=== design 1 ===
Figure 1. Met3 routing (design 1).
The bar under the picture is 20 um long.
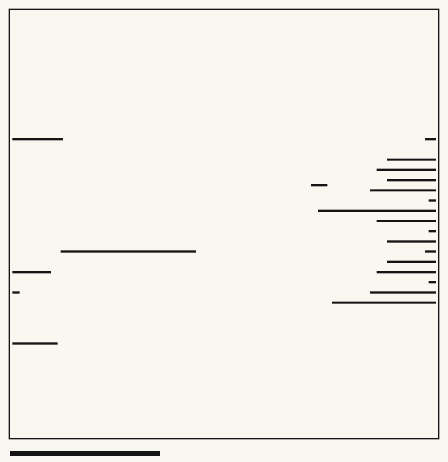

## config.mk

```make
export PLATFORM = sky130hd
export DESIGN_NAME = uart_msg_rx
export DESIGN_NICKNAME = d
export VERILOG_FILES = /design/src/rtl/uart_msg_rx_pkg.sv /design/src/rtl/uart_gap_timer.sv /design/src/rtl/uart_msg_rx.sv
export SDC_FILE = /design/constraint.sdc
export NUM_CORES = 1
export LEC_CHECK = 0
export CORE_MARGIN = 5
export CORE_UTILIZATION = 40
export CTS_BUF_LIST = sky130_fd_sc_hd__clkbuf_8
export DETAILED_ROUTE_END_ITERATION = 12
export PLACE_DENSITY = 0.72
export SLEW_MARGIN = 5
export SYNTH_ARGS = -nofsm -noshare
export SYNTH_HDL_FRONTEND = slang
export SYNTH_SLANG_ARGS = --single-unit
export TNS_END_PERCENT = 100
```

## constraint.sdc

```tcl
create_clock -name clk -period 2.7 [get_ports clk]
set_input_delay 0.405 -clock clk [delete_from_list [all_inputs] [get_ports clk]]
set_output_delay 0.405 -clock clk [all_outputs]
set_load 0.01 [all_outputs]
```

## src/rtl/uart_msg_rx_pkg.sv

```systemverilog
// Shared definitions for the UART message receive path: FSM state
// encodings (also intended for the transmit side) and timer sizing helpers.
package uart_msg_rx_pkg;

    typedef enum logic {
        IDLE = 1'b0,
        RECV = 1'b1
    } state_t;

    localparam logic [7:0] DEFAULT_TERM_CHAR = 8'h0D;

    // Counter width able to hold 0..limit; never narrower than one bit.
    function automatic int gap_width(input int limit);
        return (limit > 0) ? $clog2(limit + 1) : 1;
    endfunction

endpackage

```

## src/rtl/uart_gap_timer.sv

```systemverilog
// Inter-byte gap counter. Counts enabled cycles since the last clear and
// saturates at LIMIT; expired stays high while the count sits at LIMIT.
module uart_gap_timer
    import uart_msg_rx_pkg::*;
#(
    parameter int LIMIT = 1
) (
    input  logic clk,
    input  logic rstn,
    input  logic clr,
    input  logic en,
    output logic expired
);

    localparam int W = gap_width(LIMIT);

    logic [W-1:0] cnt;

    // Saturating up-count of idle cycles; clear has priority over counting.
    always_ff @(posedge clk) begin
        if (!rstn) begin
            cnt <= '0;
        end else if (clr) begin
            cnt <= '0;
        end else if (en && (cnt != W'(LIMIT))) begin
            cnt <= cnt + 1'b1;
        end
    end

    assign expired = (cnt == W'(LIMIT));

endmodule

```

## src/rtl/uart_msg_rx.sv

```systemverilog
// Assembles fixed-length messages from a byte strobe stream.
// Optional feature: define UART_MSG_RX_TERM_EN to let TERM_CHAR end a
// message early (terminator not stored); otherwise TERM_CHAR is plain data.
// A partial message is dropped after TIMEOUT_CYCLES idle cycles (0 = never).
module uart_msg_rx
    import uart_msg_rx_pkg::*;
#(
    parameter int         MSG_LEN        = 1,
    parameter int         TIMEOUT_CYCLES = 0,
    parameter logic [7:0] TERM_CHAR      = DEFAULT_TERM_CHAR
) (
    input  logic                 clk,
    input  logic                 rstn,
    input  logic                 rcv,
    input  logic [7:0]           data,
    output logic [8*MSG_LEN-1:0] msg,
    output logic                 msg_valid,
    output logic [7:0]           len,
    output logic                 timeout,
    output logic                 busy
);

`ifdef UART_MSG_RX_TERM_EN
    localparam bit TERM_EN = 1'b1;
`else
    localparam bit TERM_EN = 1'b0;
`endif

    state_t               state;
    logic [7:0]           index;
    logic [8*MSG_LEN-1:0] buffer;
    logic [8*MSG_LEN-1:0] next_buf;
    logic                 last;
    logic                 term_hit;
    logic                 expired;

    assign last     = (index == 8'(MSG_LEN - 1));
    assign term_hit = TERM_EN && (data == TERM_CHAR);
    assign busy     = (state == RECV);

    // Buffer with the incoming byte placed at the current index.
    always_comb begin
        next_buf = buffer;
        for (int i = 0; i < MSG_LEN; i++) begin
            if (index == 8'(i)) begin
                next_buf[8*i +: 8] = data;
            end
        end
    end

    generate
        if (TIMEOUT_CYCLES > 0) begin : g_gap
            logic gap_clr;
            logic gap_en;

            assign gap_clr = (state == IDLE) || rcv;
            assign gap_en  = (state == RECV);

            uart_gap_timer #(.LIMIT(TIMEOUT_CYCLES)) u_gap (
                .clk     (clk),
                .rstn    (rstn),
                .clr     (gap_clr),
                .en      (gap_en),
                .expired (expired)
            );
        end else begin : g_no_gap
            assign expired = 1'b0;
        end
    endgenerate

    // Message assembly FSM. A received byte always beats an expiring gap.
    // The buffer is cleared whenever we return to IDLE, so an early
    // terminator leaves unused positions of msg at zero.
    always_ff @(posedge clk) begin
        if (!rstn) begin
            state     <= IDLE;
            index     <= '0;
            buffer    <= '0;
            msg       <= '0;
            len       <= '0;
            msg_valid <= 1'b0;
            timeout   <= 1'b0;
        end else begin
            msg_valid <= 1'b0;
            timeout   <= 1'b0;
            if (rcv) begin
                if (term_hit) begin
                    msg       <= buffer;
                    len       <= index;
                    msg_valid <= 1'b1;
                    index     <= '0;
                    buffer    <= '0;
                    state     <= IDLE;
                end else if (last) begin
                    msg       <= next_buf;
                    len       <= 8'(MSG_LEN);
                    msg_valid <= 1'b1;
                    index     <= '0;
                    buffer    <= '0;
                    state     <= IDLE;
                end else begin
                    buffer    <= next_buf;
                    index     <= index + 8'd1;
                    state     <= RECV;
                end
            end else if ((state == RECV) && expired) begin
                index   <= '0;
                buffer  <= '0;
                state   <= IDLE;
                timeout <= 1'b1;
            end
        end
    end

endmodule

```

=== design 2 ===
===== src/rtl/register_file_sb_if.sv =====
// ============================================================================
// register_file_sb_if : issue/writeback bus of the scoreboarded register file
// Rev 1.0
// ============================================================================
`default_nettype none

interface register_file_sb_if #(
  parameter int BIT_NUMBER  = 64,
  parameter int ADDR_NUMBER = 5
);
  logic                   enable;
  logic                   rd_en;
  logic [ADDR_NUMBER-1:0] src_addr_1;
  logic [ADDR_NUMBER-1:0] src_addr_2;
  logic [BIT_NUMBER-1:0]  data_out_1;
  logic [BIT_NUMBER-1:0]  data_out_2;
  logic                   src_ready_1;
  logic                   src_ready_2;
  logic                   rsv_en;
  logic [ADDR_NUMBER-1:0] rsv_addr;
  logic                   rsv_grant;
  logic                   write_enable;
  logic [ADDR_NUMBER-1:0] dest_addr;
  logic [BIT_NUMBER-1:0]  write_data;
  logic [ADDR_NUMBER:0]   pending_count;
  logic                   write_err;

  modport master (
    output enable, rd_en, src_addr_1, src_addr_2, rsv_en, rsv_addr,
           write_enable, dest_addr, write_data,
    input  data_out_1, data_out_2, src_ready_1, src_ready_2, rsv_grant,
           pending_count, write_err
  );

  modport slave (
    input  enable, rd_en, src_addr_1, src_addr_2, rsv_en, rsv_addr,
           write_enable, dest_addr, write_data,
    output data_out_1, data_out_2, src_ready_1, src_ready_2, rsv_grant,
           pending_count, write_err
  );
endinterface

`default_nettype wire


===== src/rtl/register_file_sb.sv =====
// ============================================================================
// register_file_sb : 2R/1W register file with pending-bit scoreboard and bypass
// Rev 1.0
// ============================================================================
`default_nettype none

module register_file_sb #(
  parameter int BIT_NUMBER      = 64,
  parameter int ADDR_NUMBER     = 5,
  parameter int REGISTER_NUMBER = 16,
  parameter int ZERO_REG        = 1
) (
  input  logic                clk_i,
  input  logic                reset_i,
  register_file_sb_if.slave   bus
);

  localparam int CW = ADDR_NUMBER + 1;
  typedef logic [ADDR_NUMBER-1:0] addr_t;

  function automatic logic in_range(input addr_t a);
    return {1'b0, a} < CW'(REGISTER_NUMBER);
  endfunction

  function automatic logic is_zero(input addr_t a);
    return (ZERO_REG != 0) && (a == '0);
  endfunction

  logic [BIT_NUMBER-1:0]      regs_q [REGISTER_NUMBER];
  logic [REGISTER_NUMBER-1:0] pend_q, pend_d;
  logic [REGISTER_NUMBER-1:0] wr_sel, rsv_sel, wr_hit, rsv_hit;
  logic [CW-1:0]              count_q, count_d;
  logic                       err_q;
  logic [BIT_NUMBER-1:0]      data1_q, data2_q, data1_d, data2_d;
  logic                       rdy1_q, rdy2_q, pend1, pend2;
  logic                       wr_fire, rsv_valid, rsv_pend, dest_pend, same_reg;
  logic                       grant, rsv_set, inc, dec;

  assign wr_fire   = bus.enable & bus.write_enable & in_range(bus.dest_addr) & ~is_zero(bus.dest_addr);
  assign rsv_valid = in_range(bus.rsv_addr) & ~is_zero(bus.rsv_addr);
  assign same_reg  = bus.write_enable & (bus.dest_addr == bus.rsv_addr);
  // Register 0 always grants so the issue stage never stalls on it.
  assign grant     = bus.enable & bus.rsv_en &
                     (is_zero(bus.rsv_addr) | (rsv_valid & (~rsv_pend | same_reg)));
  assign rsv_set   = grant & rsv_valid;

  always_comb begin
    wr_sel  = '0;
    rsv_sel = '0;
    for (int i = 0; i < REGISTER_NUMBER; i++) begin
      wr_sel[i]  = (bus.dest_addr == addr_t'(i));
      rsv_sel[i] = (bus.rsv_addr == addr_t'(i));
    end
  end

  assign wr_hit    = wr_sel & {REGISTER_NUMBER{wr_fire}};
  assign rsv_hit   = rsv_sel & {REGISTER_NUMBER{rsv_set}};
  assign rsv_pend  = |(pend_q & rsv_sel);
  assign dest_pend = |(pend_q & wr_sel);
  assign pend_d    = (pend_q & ~wr_hit) | rsv_hit;
  // A clear-and-re-reserve of one register is net zero for the counter.
  assign inc       = rsv_set & ~|(pend_q & ~wr_hit & rsv_sel);
  assign dec       = wr_fire & dest_pend;

  always_comb begin
    count_d = count_q;
    if (inc && !dec && (count_q < CW'(REGISTER_NUMBER)))
      count_d = count_q + 1'b1;
    else if (dec && !inc && (count_q != '0))
      count_d = count_q - 1'b1;
  end

  always_comb begin
    data1_d = '0;
    data2_d = '0;
    pend1   = 1'b0;
    pend2   = 1'b0;
    for (int i = 0; i < REGISTER_NUMBER; i++) begin
      if (bus.src_addr_1 == addr_t'(i)) begin
        data1_d = regs_q[i];
        pend1   = pend_d[i];
      end
      if (bus.src_addr_2 == addr_t'(i)) begin
        data2_d = regs_q[i];
        pend2   = pend_d[i];
      end
    end
    if (wr_fire && (bus.dest_addr == bus.src_addr_1)) data1_d = bus.write_data;
    if (wr_fire && (bus.dest_addr == bus.src_addr_2)) data2_d = bus.write_data;
    if (!in_range(bus.src_addr_1) || is_zero(bus.src_addr_1)) begin
      data1_d = '0;
      pend1   = 1'b0;
    end
    if (!in_range(bus.src_addr_2) || is_zero(bus.src_addr_2)) begin
      data2_d = '0;
      pend2   = 1'b0;
    end
  end

  always_ff @(posedge clk_i) begin
    if (reset_i) begin
      for (int i = 0; i < REGISTER_NUMBER; i++) regs_q[i] <= '0;
      pend_q  <= '0;
      count_q <= '0;
      err_q   <= 1'b0;
      data1_q <= '0;
      data2_q <= '0;
      rdy1_q  <= 1'b0;
      rdy2_q  <= 1'b0;
    end else if (bus.enable) begin
      for (int i = 0; i < REGISTER_NUMBER; i++)
        if (wr_hit[i]) regs_q[i] <= bus.write_data;
      pend_q  <= pend_d;
      count_q <= count_d;
      if (wr_fire && !dest_pend) err_q <= 1'b1;
      if (bus.rd_en) begin
        data1_q <= data1_d;
        data2_q <= data2_d;
        rdy1_q  <= ~pend1;
        rdy2_q  <= ~pend2;
      end
    end
  end

  assign bus.data_out_1    = data1_q;
  assign bus.data_out_2    = data2_q;
  assign bus.src_ready_1   = rdy1_q;
  assign bus.src_ready_2   = rdy2_q;
  assign bus.rsv_grant     = grant;
  assign bus.pending_count = count_q;
  assign bus.write_err     = err_q;

endmodule

`default_nettype wire


===== src/flat_wrapper.sv =====
// flat-port wrapper written by rule: the top's interface ports become plain ports
module register_file_sb_flat 
#(
  parameter int BIT_NUMBER      = 64,
  parameter int ADDR_NUMBER     = 5,
  parameter int REGISTER_NUMBER = 16,
  parameter int ZERO_REG        = 1
)
  (clk_i, reset_i, bus_enable, bus_rd_en, bus_src_addr_1, bus_src_addr_2, bus_rsv_en, bus_rsv_addr, bus_write_enable, bus_dest_addr, bus_write_data, bus_data_out_1, bus_data_out_2, bus_src_ready_1, bus_src_ready_2, bus_rsv_grant, bus_pending_count, bus_write_err);
  register_file_sb_if #(.BIT_NUMBER(BIT_NUMBER), .ADDR_NUMBER(ADDR_NUMBER)) bus_i ();
  input  logic clk_i;
  input  logic reset_i;
  input wire logic [$bits(bus_i.enable)-1:0] bus_enable;
  input wire logic [$bits(bus_i.rd_en)-1:0] bus_rd_en;
  input wire logic [$bits(bus_i.src_addr_1)-1:0] bus_src_addr_1;
  input wire logic [$bits(bus_i.src_addr_2)-1:0] bus_src_addr_2;
  input wire logic [$bits(bus_i.rsv_en)-1:0] bus_rsv_en;
  input wire logic [$bits(bus_i.rsv_addr)-1:0] bus_rsv_addr;
  input wire logic [$bits(bus_i.write_enable)-1:0] bus_write_enable;
  input wire logic [$bits(bus_i.dest_addr)-1:0] bus_dest_addr;
  input wire logic [$bits(bus_i.write_data)-1:0] bus_write_data;
  output wire logic [$bits(bus_i.data_out_1)-1:0] bus_data_out_1;
  output wire logic [$bits(bus_i.data_out_2)-1:0] bus_data_out_2;
  output wire logic [$bits(bus_i.src_ready_1)-1:0] bus_src_ready_1;
  output wire logic [$bits(bus_i.src_ready_2)-1:0] bus_src_ready_2;
  output wire logic [$bits(bus_i.rsv_grant)-1:0] bus_rsv_grant;
  output wire logic [$bits(bus_i.pending_count)-1:0] bus_pending_count;
  output wire logic [$bits(bus_i.write_err)-1:0] bus_write_err;
  assign bus_i.enable = bus_enable;
  assign bus_i.rd_en = bus_rd_en;
  assign bus_i.src_addr_1 = bus_src_addr_1;
  assign bus_i.src_addr_2 = bus_src_addr_2;
  assign bus_i.rsv_en = bus_rsv_en;
  assign bus_i.rsv_addr = bus_rsv_addr;
  assign bus_i.write_enable = bus_write_enable;
  assign bus_i.dest_addr = bus_dest_addr;
  assign bus_i.write_data = bus_write_data;
  assign bus_data_out_1 = bus_i.data_out_1;
  assign bus_data_out_2 = bus_i.data_out_2;
  assign bus_src_ready_1 = bus_i.src_ready_1;
  assign bus_src_ready_2 = bus_i.src_ready_2;
  assign bus_rsv_grant = bus_i.rsv_grant;
  assign bus_pending_count = bus_i.pending_count;
  assign bus_write_err = bus_i.write_err;
  register_file_sb #(.BIT_NUMBER(BIT_NUMBER), .ADDR_NUMBER(ADDR_NUMBER), .REGISTER_NUMBER(REGISTER_NUMBER), .ZERO_REG(ZERO_REG)) u_core (.clk_i(clk_i), .reset_i(reset_i), .bus(bus_i));
endmodule

===== config.mk =====
export PLATFORM = sky130hd
export DESIGN_NAME = register_file_sb_flat
export DESIGN_NICKNAME = d
export VERILOG_FILES = /design/src/rtl/register_file_sb_if.sv /design/src/rtl/register_file_sb.sv /design/src/flat_wrapper.sv
export SDC_FILE = /design/constraint.sdc
export NUM_CORES = 2
export LEC_CHECK = 0
export CORE_MARGIN = 1
export CORE_UTILIZATION = 40
export DETAILED_ROUTE_END_ITERATION = 16
export SETUP_SLACK_MARGIN = 0.2
export SLEW_MARGIN = 25
export SYNTH_ARGS = -nofsm -noshare
export SYNTH_HDL_FRONTEND = slang
export SYNTH_SLANG_ARGS = --single-unit

===== constraint.sdc =====
create_clock -name clk_i -period 5.9 [get_ports clk_i]
set_input_delay 0.59 -clock clk_i [delete_from_list [all_inputs] [get_ports clk_i]]
set_output_delay 0.59 -clock clk_i [all_outputs]
set_load 0.005 [all_outputs]

=== design 3 ===
===== src/rtl/bus_grant_encoder_pkg.sv =====
// Shared definitions for the CPU bus-source grant logic.
package bus_grant_encoder_pkg;

  // Default requester count used by the datapath bus.
  localparam int unsigned BUS_SOURCES = 32;

  // Grant FSM state encoding.
  typedef enum logic [0:0] {
    GNT_IDLE  = 1'b0,
    GNT_OWNED = 1'b1
  } gnt_state_e;

endpackage


===== src/rtl/bus_grant_encoder_rr_priority_pick.sv =====
// Combinational winner picker: lowest set request at or above ptr, wrapping
// from N-1 to 0. With ROUND_ROBIN=0 the pointer is forced to 0, which gives
// plain lowest-index priority.
module rr_priority_pick
  import bus_grant_encoder_pkg::*;
#(
  parameter int unsigned N           = BUS_SOURCES,
  parameter int unsigned W           = (N > 1) ? $clog2(N) : 1,
  parameter bit          ROUND_ROBIN = 1'b1
) (
  input  logic [N-1:0] req,
  input  logic [W-1:0] ptr,
  output logic [W-1:0] winner_idx,
  output logic         any_req,
  output logic         multi_req
);

  logic [W-1:0]   eff_ptr;
  logic [2*N-1:0] req_dbl;
  logic [N-1:0]   req_rot;
  logic [W:0]     offset;
  logic [W:0]     sum;
  logic           found;

  // Rotate requests so that bit 0 is the ptr position, then find the first set bit.
  always_comb begin
    eff_ptr = ROUND_ROBIN ? ptr : '0;
    req_dbl = {req, req};
    req_rot = N'(req_dbl >> eff_ptr);
    offset  = '0;
    found   = 1'b0;
    for (int k = 0; k < N; k++) begin
      if (!found && req_rot[k]) begin
        found  = 1'b1;
        offset = (W+1)'(k);
      end
    end
    // Undo the rotation; ptr < N so a single subtract is a full modulo.
    sum        = {1'b0, eff_ptr} + offset;
    winner_idx = (sum >= (W+1)'(N)) ? W'(sum - (W+1)'(N)) : W'(sum);
  end

  // Request presence flags for arbitration and collision reporting.
  always_comb begin
    any_req   = |req;
    multi_req = ($countones(req) > 1);
  end

endmodule


===== src/rtl/bus_grant_encoder.sv =====
// Registered bus-source selector: arbitrates among N requesters, holds the
// grant until release or owner request drop, reports multi-request arbitrations.
// The release input is named bus_release because 'release' is a reserved word.
module bus_grant_encoder
  import bus_grant_encoder_pkg::*;
#(
  parameter int unsigned N           = BUS_SOURCES,
  parameter bit          ROUND_ROBIN = 1'b1,
  localparam int unsigned W          = (N > 1) ? $clog2(N) : 1
) (
  input  logic         clock,
  input  logic         clear,
  input  logic [N-1:0] req,
  input  logic         bus_release,
  output logic [N-1:0] grant_onehot,
  output logic [W-1:0] grant_idx,
  output logic         grant_valid,
  output logic         collision
);

  gnt_state_e   state_q, state_d;
  logic [W-1:0] ptr_q, ptr_d;
  logic [W-1:0] idx_q, idx_d;
  logic [N-1:0] onehot_q, onehot_d;
  logic         valid_q, valid_d;
  logic         coll_q, coll_d;

  logic [W-1:0] winner_idx;
  logic         any_req;
  logic         multi_req;
  logic         tenure_end;

  rr_priority_pick #(
    .N          (N),
    .W          (W),
    .ROUND_ROBIN(ROUND_ROBIN)
  ) u_pick (
    .req       (req),
    .ptr       (ptr_q),
    .winner_idx(winner_idx),
    .any_req   (any_req),
    .multi_req (multi_req)
  );

  // Tenure ends once on release or owner request drop (both together count once).
  assign tenure_end = (state_q == GNT_OWNED) && (bus_release || !(|(req & onehot_q)));

  // FSM state register.
  always_ff @(posedge clock or posedge clear) begin
    if (clear) begin
      state_q <= GNT_IDLE;
    end else begin
      state_q <= state_d;
    end
  end

  // FSM next-state logic.
  always_comb begin
    state_d = state_q;
    case (state_q)
      GNT_IDLE:  if (any_req) state_d = GNT_OWNED;
      GNT_OWNED: if (tenure_end) state_d = GNT_IDLE;
      default:   state_d = GNT_IDLE;
    endcase
  end

  // Next values for the grant registers and the rotation pointer.
  always_comb begin
    ptr_d    = ptr_q;
    idx_d    = idx_q;
    onehot_d = onehot_q;
    valid_d  = valid_q;
    coll_d   = 1'b0;
    case (state_q)
      GNT_IDLE: begin
        if (any_req) begin
          idx_d    = winner_idx;
          onehot_d = N'(1) << winner_idx;
          valid_d  = 1'b1;
          coll_d   = multi_req;
        end
      end
      GNT_OWNED: begin
        if (tenure_end) begin
          idx_d    = '0;
          onehot_d = '0;
          valid_d  = 1'b0;
          if (ROUND_ROBIN) begin
            ptr_d = (idx_q == W'(N - 1)) ? '0 : idx_q + W'(1);
          end
        end
      end
      default: ;
    endcase
  end

  // Output and pointer registers; outputs come straight from these flops.
  always_ff @(posedge clock or posedge clear) begin
    if (clear) begin
      ptr_q    <= '0;
      idx_q    <= '0;
      onehot_q <= '0;
      valid_q  <= 1'b0;
      coll_q   <= 1'b0;
    end else begin
      ptr_q    <= ptr_d;
      idx_q    <= idx_d;
      onehot_q <= onehot_d;
      valid_q  <= valid_d;
      coll_q   <= coll_d;
    end
  end

  assign grant_onehot = onehot_q;
  assign grant_idx    = idx_q;
  assign grant_valid  = valid_q;
  assign collision    = coll_q;

endmodule


===== config.mk =====
export PLATFORM = sky130hd
export DESIGN_NAME = bus_grant_encoder
export DESIGN_NICKNAME = d
export VERILOG_FILES = /design/src/rtl/bus_grant_encoder_pkg.sv /design/src/rtl/bus_grant_encoder_rr_priority_pick.sv /design/src/rtl/bus_grant_encoder.sv
export SDC_FILE = /design/constraint.sdc
export NUM_CORES = 1
export LEC_CHECK = 0
export ABC_AREA = 0
export CORE_ASPECT_RATIO = 1.75
export CORE_MARGIN = 4
export CORE_UTILIZATION = 58
export CTS_CLUSTER_SIZE = 30
export DETAILED_ROUTE_END_ITERATION = 7
export PLACE_DENSITY = 0.86
export SLEW_MARGIN = 20
export SYNTH_ARGS = -nofsm -noshare
export SYNTH_HDL_FRONTEND = slang
export SYNTH_SLANG_ARGS = --single-unit

===== constraint.sdc =====
create_clock -name clock -period 7.5 [get_ports clock]
set_input_delay 1.125 -clock clock [delete_from_list [all_inputs] [get_ports clock]]
set_output_delay 1.125 -clock clock [all_outputs]
set_load 0.02 [all_outputs]

=== design 4 ===
**config.mk**
```make
export PLATFORM = sky130hd
export DESIGN_NAME = uart_rx
export DESIGN_NICKNAME = d
export VERILOG_FILES = /design/src/rtl/uart_rx_pkg.sv /design/src/rtl/uart_rx_sync_fifo.sv /design/src/rtl/uart_rx.sv
export SDC_FILE = /design/constraint.sdc
export NUM_CORES = 1
export LEC_CHECK = 0
export ABC_AREA = 1
export CORE_MARGIN = 5
export CORE_UTILIZATION = 40
export CTS_CLUSTER_SIZE = 20
export DETAILED_ROUTE_END_ITERATION = 16
export MAX_ROUTING_LAYER = met4
export PLACE_DENSITY = 0.66
export SYNTH_ARGS = -nofsm -noshare
export SYNTH_HDL_FRONTEND = slang
export SYNTH_SLANG_ARGS = --single-unit
```
**constraint.sdc**
```tcl
create_clock -name clk_i -period 6.2 [get_ports clk_i]
set_clock_uncertainty 0.05 [all_clocks]
set_input_delay 1.24 -clock clk_i [delete_from_list [all_inputs] [get_ports clk_i]]
set_output_delay 1.24 -clock clk_i [all_outputs]
set_load 0.01 [all_outputs]
```
**src/rtl/uart_rx_pkg.sv**
```systemverilog
// Shared configuration for the UART receiver: bus widths, register decode,
// STATUS bit positions, FSM encodings and a count-saturation helper.
package uart_rx_pkg;

   localparam int SEL_WIDTH = 4;
   localparam int ADR_WIDTH = 32;
   localparam int DAT_WIDTH = 32;
   localparam int TIMER_W   = 16;

   localparam int   ADR_DECODE_BIT = 2;
   localparam logic REG_DATA       = 1'b0;
   localparam logic REG_STATUS     = 1'b1;

   localparam int ST_NEMPTY  = 0;
   localparam int ST_FULL    = 1;
   localparam int ST_OVR     = 2;
   localparam int ST_FERR    = 3;
   localparam int ST_CNT_LSB = 4;

   typedef enum logic [2:0] {
      S_IDLE  = 3'd0,
      S_START = 3'd1,
      S_DATA  = 3'd2,
      S_STOP  = 3'd3,
      S_BREAK = 3'd4
   } rx_state_e;

   function automatic logic [3:0] sat_cnt4(input int unsigned n);
      return (n > 32'd15) ? 4'hF : n[3:0];
   endfunction

endpackage

```
**src/rtl/uart_rx_sync_fifo.sv**
```systemverilog
// Single-clock FIFO with occupancy count; a push into a full FIFO is
// accepted only when a pop happens in the same cycle.
module sync_fifo #(
   parameter  int WIDTH = 8,
   parameter  int DEPTH = 8,
   localparam int AW    = $clog2(DEPTH),
   localparam int CW    = AW + 1
) (
   input  logic             clk_i,
   input  logic             rst_i,
   input  logic             push_i,
   input  logic             pop_i,
   input  logic [WIDTH-1:0] data_i,
   output logic [WIDTH-1:0] data_o,
   output logic             full_o,
   output logic             empty_o,
   output logic [CW-1:0]    count_o
);

   logic [WIDTH-1:0] mem_q [DEPTH];
   logic [AW-1:0]    wr_ptr_q, rd_ptr_q;
   logic [CW-1:0]    count_q;
   logic             do_push, do_pop;

   assign empty_o = (count_q == '0);
   assign full_o  = (count_q == CW'(DEPTH));
   assign count_o = count_q;
   assign data_o  = mem_q[rd_ptr_q];

   assign do_pop  = pop_i & ~empty_o;
   assign do_push = push_i & (~full_o | do_pop);

   always_ff @(posedge clk_i or posedge rst_i) begin
      if (rst_i) begin
         wr_ptr_q <= '0;
         rd_ptr_q <= '0;
         count_q  <= '0;
      end else begin
         if (do_push) wr_ptr_q <= wr_ptr_q + AW'(1);
         if (do_pop)  rd_ptr_q <= rd_ptr_q + AW'(1);
         count_q <= count_q + CW'(do_push) - CW'(do_pop);
      end
   end

   always_ff @(posedge clk_i) begin
      if (do_push) mem_q[wr_ptr_q] <= data_i;
   end

endmodule

```
**src/rtl/uart_rx.sv**
```systemverilog
// 8N1 UART receiver with receive FIFO behind a two-register Wishbone slave
// (DATA pops the oldest byte, STATUS reports flags and write-1-clears them).
//
// state   | meaning
// S_IDLE  | line idle, waiting for a low level
// S_START | timing half a bit to re-check the start bit in its middle
// S_DATA  | sampling 8 data bits LSB first, one per bit time
// S_STOP  | sampling the stop bit; high pushes, low flags a framing error
// S_BREAK | line held low after a framing error, waiting for it to return high
module uart_rx
   import uart_rx_pkg::*;
#(
   parameter int CLKS_PER_BIT = 434,
   parameter int FIFO_DEPTH   = 8
) (
   input  logic                 clk_i,
   input  logic                 rst_i,
   input  logic                 uart_rx_stb_i,
   input  logic                 uart_rx_cyc_i,
   input  logic                 uart_rx_we_i,
   input  logic [SEL_WIDTH-1:0] uart_rx_sel_i,
   input  logic [ADR_WIDTH-1:0] uart_rx_adr_i,
   input  logic [DAT_WIDTH-1:0] uart_rx_dat_i,
   output logic [DAT_WIDTH-1:0] uart_rx_dat_o,
   output logic                 uart_rx_ack_o,
   output logic                 uart_rx_err_o,
   input  logic                 rx_i,
   output logic                 irq_o
);

   localparam int CW = $clog2(FIFO_DEPTH) + 1;
   localparam logic [TIMER_W-1:0] T_FULL = TIMER_W'(CLKS_PER_BIT - 1);
   localparam logic [TIMER_W-1:0] T_HALF = TIMER_W'(CLKS_PER_BIT / 2 - 1);

   logic               rx_meta_q, rx_sync_q;
   rx_state_e          state_q, state_d;
   logic [TIMER_W-1:0] timer_q, timer_d;
   logic [2:0]         bit_idx_q, bit_idx_d;
   logic [7:0]         shift_q, shift_d;
   logic               tc, push, ferr_set;

   logic               ack_q, err_q, rd_data_q, rd_stat_q;
   logic [1:0]         clr_q;
   logic               ovr_q, ferr_q;
   logic               wb_req, is_status, ovr_set;

   logic [7:0]         fifo_data;
   logic               fifo_full, fifo_empty;
   logic [CW-1:0]      fifo_count;
   logic [DAT_WIDTH-1:0] status_w;
   logic               unused_bits;

   always_ff @(posedge clk_i or posedge rst_i) begin
      if (rst_i) begin
         rx_meta_q <= 1'b1;
         rx_sync_q <= 1'b1;
      end else begin
         rx_meta_q <= rx_i;
         rx_sync_q <= rx_meta_q;
      end
   end

   always_ff @(posedge clk_i or posedge rst_i) begin
      if (rst_i) begin
         state_q   <= S_IDLE;
         timer_q   <= '0;
         bit_idx_q <= '0;
         shift_q   <= '0;
      end else begin
         state_q   <= state_d;
         timer_q   <= timer_d;
         bit_idx_q <= bit_idx_d;
         shift_q   <= shift_d;
      end
   end

   assign tc = (timer_q == '0);

   always_comb begin
      state_d   = state_q;
      timer_d   = timer_q;
      bit_idx_d = bit_idx_q;
      shift_d   = shift_q;
      push      = 1'b0;
      ferr_set  = 1'b0;
      case (state_q)
         S_IDLE: begin
            if (!rx_sync_q) begin
               state_d = S_START;
               timer_d = T_HALF;
            end
         end
         S_START: begin
            if (tc) begin
               if (rx_sync_q) begin
                  state_d = S_IDLE;
               end else begin
                  state_d   = S_DATA;
                  timer_d   = T_FULL;
                  bit_idx_d = '0;
               end
            end else begin
               timer_d = timer_q - TIMER_W'(1);
            end
         end
         S_DATA: begin
            if (tc) begin
               shift_d = {rx_sync_q, shift_q[7:1]};
               timer_d = T_FULL;
               if (bit_idx_q == 3'd7) state_d = S_STOP;
               else                   bit_idx_d = bit_idx_q + 3'd1;
            end else begin
               timer_d = timer_q - TIMER_W'(1);
            end
         end
         S_STOP: begin
            if (tc) begin
               if (rx_sync_q) begin
                  push    = 1'b1;
                  state_d = S_IDLE;
               end else begin
                  ferr_set = 1'b1;
                  state_d  = S_BREAK;
               end
            end else begin
               timer_d = timer_q - TIMER_W'(1);
            end
         end
         S_BREAK: begin
            if (rx_sync_q) state_d = S_IDLE;
         end
         default: state_d = S_IDLE;
      endcase
   end

   sync_fifo #(
      .WIDTH (8),
      .DEPTH (FIFO_DEPTH)
   ) u_fifo (
      .clk_i   (clk_i),
      .rst_i   (rst_i),
      .push_i  (push),
      .pop_i   (rd_data_q),
      .data_i  (shift_q),
      .data_o  (fifo_data),
      .full_o  (fifo_full),
      .empty_o (fifo_empty),
      .count_o (fifo_count)
   );

   // The request is masked while a response is out, so a held strobe is
   // answered every other cycle and each access pops/clears exactly once.
   assign wb_req    = uart_rx_stb_i & uart_rx_cyc_i & ~ack_q & ~err_q;
   assign is_status = (uart_rx_adr_i[ADR_DECODE_BIT] == REG_STATUS);

   always_ff @(posedge clk_i or posedge rst_i) begin
      if (rst_i) begin
         ack_q     <= 1'b0;
         err_q     <= 1'b0;
         rd_data_q <= 1'b0;
         rd_stat_q <= 1'b0;
         clr_q     <= 2'b00;
      end else begin
         ack_q     <= wb_req & ~(uart_rx_we_i & ~is_status);
         err_q     <= wb_req & uart_rx_we_i & ~is_status;
         rd_data_q <= wb_req & ~uart_rx_we_i & ~is_status;
         rd_stat_q <= wb_req & ~uart_rx_we_i & is_status;
         clr_q     <= (wb_req & uart_rx_we_i & is_status & uart_rx_sel_i[0]) ?
                      {uart_rx_dat_i[ST_FERR], uart_rx_dat_i[ST_OVR]} : 2'b00;
      end
   end

   // A full FIFO popped in the same cycle takes the new byte without overrun.
   assign ovr_set = push & fifo_full & ~rd_data_q;

   always_ff @(posedge clk_i or posedge rst_i) begin
      if (rst_i) begin
         ovr_q  <= 1'b0;
         ferr_q <= 1'b0;
      end else begin
         ovr_q  <= (ovr_q & ~clr_q[0]) | ovr_set;
         ferr_q <= (ferr_q & ~clr_q[1]) | ferr_set;
      end
   end

   always_comb begin
      status_w                    = '0;
      status_w[ST_NEMPTY]         = ~fifo_empty;
      status_w[ST_FULL]           = fifo_full;
      status_w[ST_OVR]            = ovr_q;
      status_w[ST_FERR]           = ferr_q;
      status_w[ST_CNT_LSB +: 4]   = sat_cnt4(32'(fifo_count));
   end

   always_comb begin
      uart_rx_dat_o = '0;
      if (rd_data_q && !fifo_empty) uart_rx_dat_o[7:0] = fifo_data;
      else if (rd_stat_q)           uart_rx_dat_o      = status_w;
   end

   assign uart_rx_ack_o = ack_q;
   assign uart_rx_err_o = err_q;
   assign irq_o         = ~fifo_empty;

   assign unused_bits = ^{uart_rx_adr_i[ADR_WIDTH-1:ADR_DECODE_BIT+1],
                          uart_rx_adr_i[ADR_DECODE_BIT-1:0],
                          uart_rx_sel_i[SEL_WIDTH-1:1],
                          uart_rx_dat_i[DAT_WIDTH-1:ST_FERR+1],
                          uart_rx_dat_i[ST_OVR-1:0]};

endmodule

```
Figure 2. Met3 routing (design 2).
The bar under the picture is 100 um long.
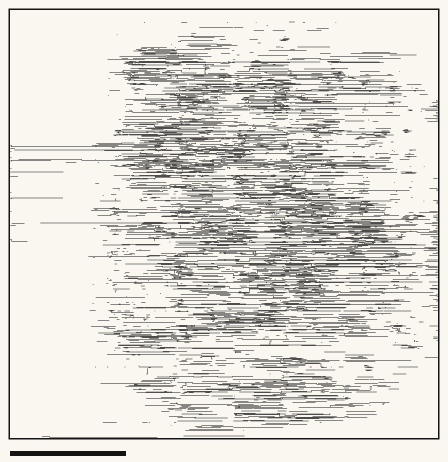
main direction: horizontal
nets with wire on the layer: 847

==> deck_impl_summary.md, design 2 <==
Implementation Results

Drt
  • Met2 WL: 109 mm
  • Vias: 48300
  • Top layer in use: met5

Setup path
  • CP max stage cell: clkdlybuf4s50_1

Worst hold path
  • Worst Hold Path EP: u_core.bus.data_out_2[18]
  • Hold crit path type: input port to register

Floorplan
  • Row count: 134
  • Chip Area: 137000 um2

Final timing
  • Minimum clock period after layout: 4200 ps

Status
  • Status: finished, final reports clean

Finish
  • Fraction of area in registers: 53.3%
  • Reg with most FFs: u_core.regs_q
  • Logic area: 19000 um2

Placed design
  • Placed Area: 59400 um2
  • Gpl congestion: 0.983

Clock network
  • H-tree lvl count: 3
==> design 2: worst max-delay path: cells and delay by family <==
family          cells  cell delay, ps
buf+inv             1             910
mux                 1             410
simple gates        7            1280
fa+ha+maj           1             310
compound gates      7            1360
==> design 2: stage by stage <==
stage | util (%) | power [mW] | setup WS, ps | std cells
2_1_floorplan | - | 10.7 | 1140 | 4869
3_3_place_gp | 44.3 | 11.5 | 1030 | 6586
3_5_place_dp | 44.3 | 11.5 | 1030 | 6587
4_1_cts | 47.3 | 19.2 | 1790 | 6815
5_1_grt | 47.3 | 19.7 | 1420 | 6817
6_report | 47.3 | 19.4 | 1700 | 6825
==> design 2: where the power goes <==
| part | internal [mW] | switching, mW | total, mW |
|---|---|---|---|
| Combinational | 0.459 | 1.10 | 1.56 |
| Clock | 4.51 | 3.39 | 7.90 |
| Sequential | 9.59 | 0.313 | 9.90 |
| Total | 14.6 | 4.80 | 19.4 |
==> design 2: kinds of logic after synthesis <==
family	synth area share (%)
AOI/OAI and AO/OA	19.7
xor gates and xnor gates	0.323
adders and majority gates	0.129
buffers and inverters	3.91
DFF	62.3
muxes	1.56
other	0.00691
and+or+nand+nor	12.1
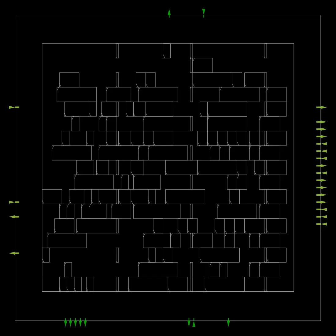
Figure 3: design 1, cell placement.
fraction of area in registers: 33.9%
Well Taps: 28
fin cells: 146
CORE AREA: 2170 um2

About Figure 1:
longest straight run: 17.7 um
nets with wire on the layer: 21
WL final: 1.82 mm
met3 Use GR: 2.71%
Vias: 718

==> deck_impl_summary.md, design 1 <==
Implementation Results

Drt
  • Routed length per placed instance: 12.4 um
  • Detail Route met3 WL: 135 um
  • First-pass DRT Iterations: 4

Setup path
  • Cell family with the largest share of critical-path delay: simple AND/OR/NAND/NOR gates
  • Crit Path Max Fanout: 10
  • Crit path required time: 2830 ps
  • Slowest Stage Delay on Critical Path: 630 ps

Pwr
  • P per Cell Area: 524 nW/um2
  • Maximum vdd drop: 301 uV
  • Sw Share: 24.2%

Global route
  • Largest net degree at the start of global routing: 12
  • Grt total ovfl: 0
  • Global routing usage on met1: 13.3%

Floorplan
  • Die W: 57.0 um
  • Core Density at Floorplan: 40.7%
  • # IOs: 30

Final timing
  • Final count of negative-setup-slack endpoints: 0
  • Worst hold margin: 468 ps
  • Setup TNS: 0 ps
  • Minimum clock period after layout: 1770 ps

Synthesis
  • Count leader, synth: dfxtp_1
  • Asr flop ratio synth: 0%
  • Aoi share: 14.9%
  • Top cells by area: dfxtp_1 43%, buf_4 7.6%, a21oi_1 6.8%, o21ai_0 6.2%, nor4b_4 5.4%

Status
  • Status: finished, final reports clean

Placed design
  • Buffers added on ports: 21
  • Pre-CTS WS: 679 ps

Finish
  • Final Util: 51.7%
  • Fill count: 233

Run
  • Max Cap Viol: 0
design 1: cell type report:
| class | instances | area (um2) | area share (%) |
|---|---|---|---|
| multi-input combinational | 70 | 430 | 38.4 |
| sequential | 19 | 380 | 33.9 |
| timing repair buffer | 22 | 218 | 19.4 |
| clock buffer | 3 | 41.3 | 3.68 |
| tap | 28 | 35.0 | 3.12 |
| inverter | 3 | 11.3 | 1.00 |
| clock inverter | 1 | 5.00 | 0.446 |
design 1: layout by cell type (no fill, tap or decap):
master           instances
ha_1                     2
conb_1                   8
xnor2_1                  1
o21ai_0                 11
nand4_1                  4
mux2i_1                  1
clkinv_2                 1
dfxtp_1                 19
o21ai_4                  1
clkbuf_8                 3
or4b_1                   2
xor2_1                   3
or3_2                    1
or3_1                    2
nand2_1                  3
nor3_1                   1
nor2_1                   8
nor4b_4                  2
nand3_1                  8
a21oi_1                 12
inv_1                    3
clkdlybuf4s50_1         21
buf_4                    1
design 1: final timing paths:
path	to
worst min register to register	len[0]
worst max-delay path	index[4]
worst min-delay path	len[0]
worst max register to register	index[4]
design 1: flip-flops by register name, summed over array words and instances, names as in the netlist:
register	flops
index	8
msg	8
busy	1
len	1
msg_valid	1
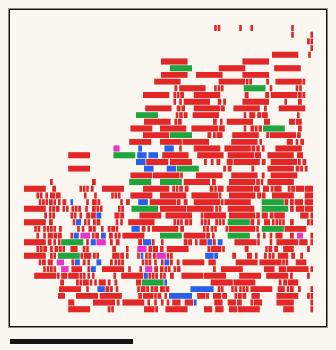
Figure 4: design 4, drive-strength map.
The bar under the picture is 50 um long.
[blue] x2 | cells: 31 | share: 5.0% | most used: nor2_2
[green] x6 and larger | cells: 19 | share: 3.0% | most used: clkbuf_16
[red] x1 and smaller | cells: 565 | share: 91% | most used: nand2_1
[magenta] x3 and x4 | cells: 9 | share: 1.4%
Plain + repair buffers: 21
worst setup margin: 1910 ps
fin area: 6420 um2
Area Overhead vs Synth: 14.5%

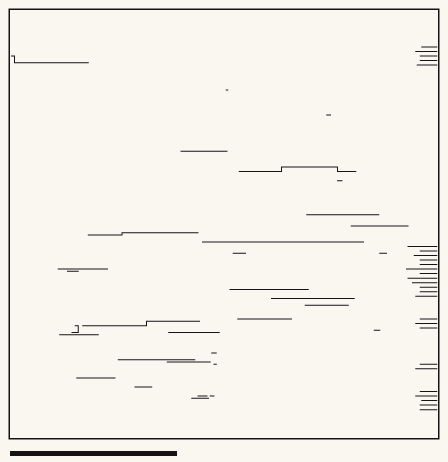
Figure 5: design 4, met3 routing.
The bar under the picture is 50 um long.
nets with wire on the layer: 49
main direction: horizontal
longest straight run: 48.3 um

==> deck_impl_summary.md, design 4 <==
Implementation Results

Final timing
  • Tcrit/Tclk final: 69.2%

Synthesis
  • Cell Type Count: 36
  • YS chip area: 5600 um2
  • Largest family of logic cells by area: simple AND/OR/NAND/NOR gates
  • Synth warnings: 0
  • Top cells by area: edfxtp_1 34%, dfrtp_1 21%, nand2_1 7.9%, nor2_1 5.6%, o21ai_0 4.9%

Pwr
  • Leak: 2.62 nW
  • Power share of the clock group: 52.5%

Setup path
  • Reg2Reg Depth: 9
  • R2R Setup Slk: 3180 ps
  • Endpoint class of the critical path: primary output
  • Crit Path Max Fanout: 34

Floorplan
  • Row count: 43
  • CORE AREA: 13800 um2

Status
  • Status: finished, final reports clean

Finish
  • Fin cells: 804
  • Fill count: 1296

Global route
  • Largest net degree at the start of global routing: 51

Worst hold path
  • Hold crit path type: register to register
-- design 4: metal layers --
| layer | global-route usage (%) | share of wire (%) | vias up |
|---|---|---|---|
| li1 | - | - | 1972 |
| met1 | 18.7 | 44 | 1932 |
| met2 | 25.0 | 50 | 87 |
| met3 | 4.36 | 5.1 | 10 |
| met4 | 5.81 | 1.0 | 0 |
| met5 | - | 0 | - |
-- design 4: worst max-delay path, stage by stage, from the launching register on --
cell             delay (ps)
dfrtp_1                 350
buf_4                   240
inv_1                   740
nor2_1                   60
o21ai_0                 350
o211ai_1                160
o21ai_0                 110
clkdlybuf4s50_1         560
-- design 4: power by group through the flow --
stage | sequential (mW) | clock, mW | combinational (mW)
4_1_cts | 0.799 | 0.928 | 0.0246
5_1_grt | 0.799 | 0.968 | 0.0282
3_3_place_gp | 0.813 | 0 | 0.0241
6_report | 0.800 | 0.909 | 0.0245
3_5_place_dp | 0.813 | 0 | 0.0245
2_1_floorplan | 0.813 | 0 | 0.0254
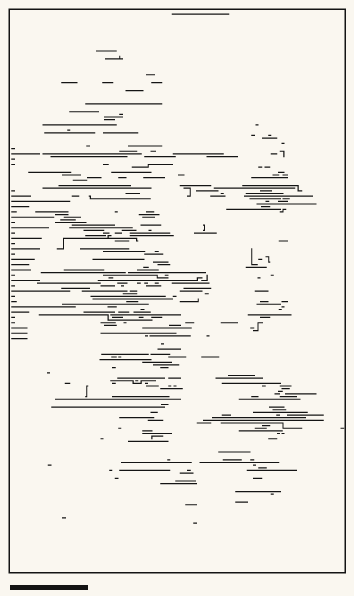
Figure 6: design 3, met3 routing.
The bar under the picture is 20 um long.
longest straight run: 32.2 um
wire length on this layer: 1790 um
met3 Use GR: 5.78%
Vias: 5893
WL final: 21.8 mm

==> deck_impl_summary.md, design 3 <==
Implementation Results

Finish
  • Most common logic cells in the final layout: 73 x clkdlybuf4s50_1, 70 x inv_1, 47 x ha_1, 44 x dfrtp_1, 38 x mux4_2
  • Post-layout nets: 778
  • Logic area: 4590 um2
  • Ant diodes: 0
  • Seq cells: 45
  • Fraction of area in multi-input gates: 64.6%
  • Count of clock buffers in the final design: 5

Clock network
  • CTS buffer count: 5
  • CTS max path bufs: 2
  • TritonCTS clock tree: built

Global route
  • Grt total ovfl: 0
  • Initial antenna violation count: 0
  • First-pass GRT wire length: 34.2 mm
  • GR peak layer: met2

Setup path
  • Worst setup SP type: input port
  • R2R Path End: grant_onehot[12]
  • Cell family with the largest share of critical-path delay: multiplexers

Final timing
  • Tightest Pin Transition: 978 ps

Pwr
  • Comb pwr share: 80.9%
  • Sw Share: 54.5%

Status
  • Status: finished, final reports clean

Synthesis
  • Post-synth seq share: 18.1%
  • Top cells by area: dfrtp_1 18%, mux4_2 14%, ha_1 9.5%, fa_1 8.4%, mux2_2 6.0%
  • Register bit total from synthesis: 45

Floorplan
  • Row count: 49
  • CORE AREA: 10400 um2
  • Die H: 145 um

Run
  • Tool Warnings: 45
  • Max Cap Viol: 0
==> design 3: power groups by stage <==
stage / Clock, mW / Sequential (mW) / Combinational, mW
finish: 0.224 / 0.415 / 2.70
global route: 0.237 / 0.425 / 2.89
CTS: 0.225 / 0.411 / 2.61
detailed placement: 0 / 0.415 / 2.58
global placement: 0 / 0.410 / 2.53
floorplan: 0 / 0.369 / 2.00
==> design 3: worst min path at each step <==
stage                                   to  slack [ps]  cells past startpoint
after global routing       grant_onehot[4]         560                      1
after detailed placement  grant_onehot[14]         520                      1
after CTS                      grant_valid         540                      2
after global placement     grant_onehot[0]         520                      1
final                     grant_onehot[14]         540                      1
after floorplan                    state_q         530                      2
==> design 3: logic make-up after synthesis <==
kind of cell / Yosys count / synth area share [%]
AOI/OAI and AO/OA: 147 / 18.3
muxes: 100 / 25.6
buffers and inverters: 107 / 8.06
DFF: 45 / 18.1
and+or+nand+nor: 131 / 10.1
xor gates and xnor gates: 11 / 1.97
adders and majority gates: 73 / 17.9
==> design 3: flip-flops by register name, indices dropped and copies added, names as in the netlist <==
signal / cells
ptr_q: 5
grant_onehot: 32
state_q: 1
grant_idx: 5
collision: 1
grant_valid: 1


## Gallery

Metal layers overlaid.
panel A
The bar under the picture is 20 um long.
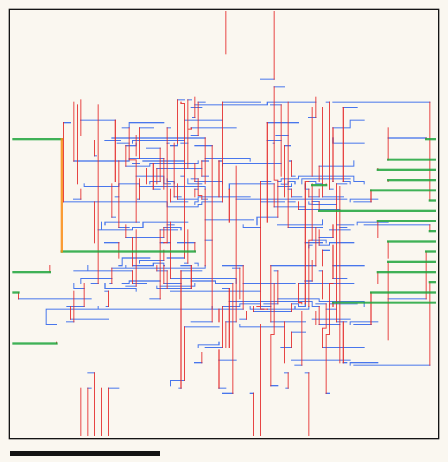
panel B
The bar under the picture is 100 um long.
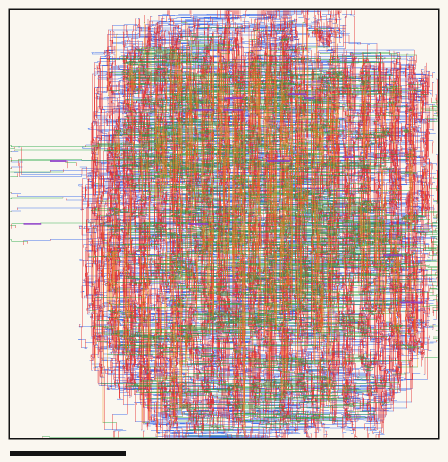
panel C
The bar under the picture is 20 um long.
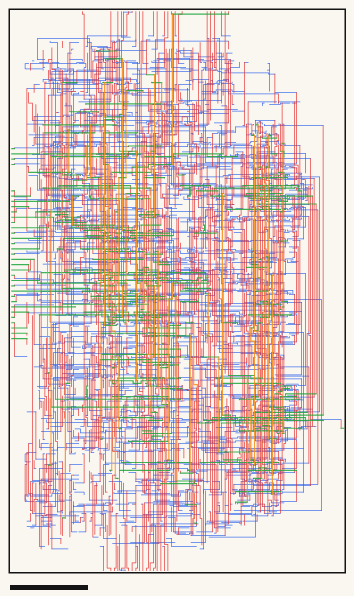
panel D
The bar under the picture is 50 um long.
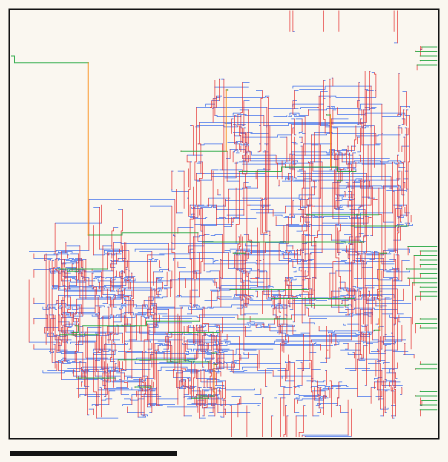
For design 3, see panel C.
For design 4, see panel D.
For design 1, see panel A.
For design 2, see panel B.
The one with the least wire is panel A.

Key to panel D:
[green] M3 | wire length: 589 um
[blue] M1 | wire length: 5100 um
[red] M2 | wire length: 5700 um
[orange] M4 | wire length: 118 um


==> layout pictures side by side <==
Cell placement.
picture 1
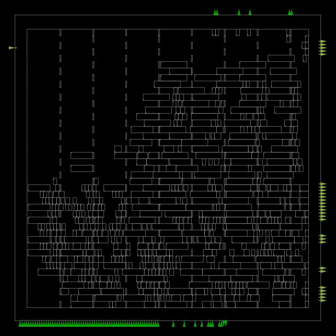
picture 2
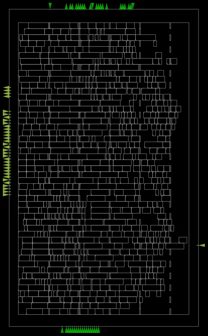
picture 3
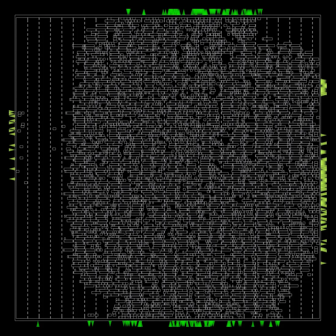
design 2 -> picture 3
design 4 -> picture 1
design 3 -> picture 2
- most sequential cells: picture 3

Power figures rest on the tool's default switching activity, not on a simulated workload.
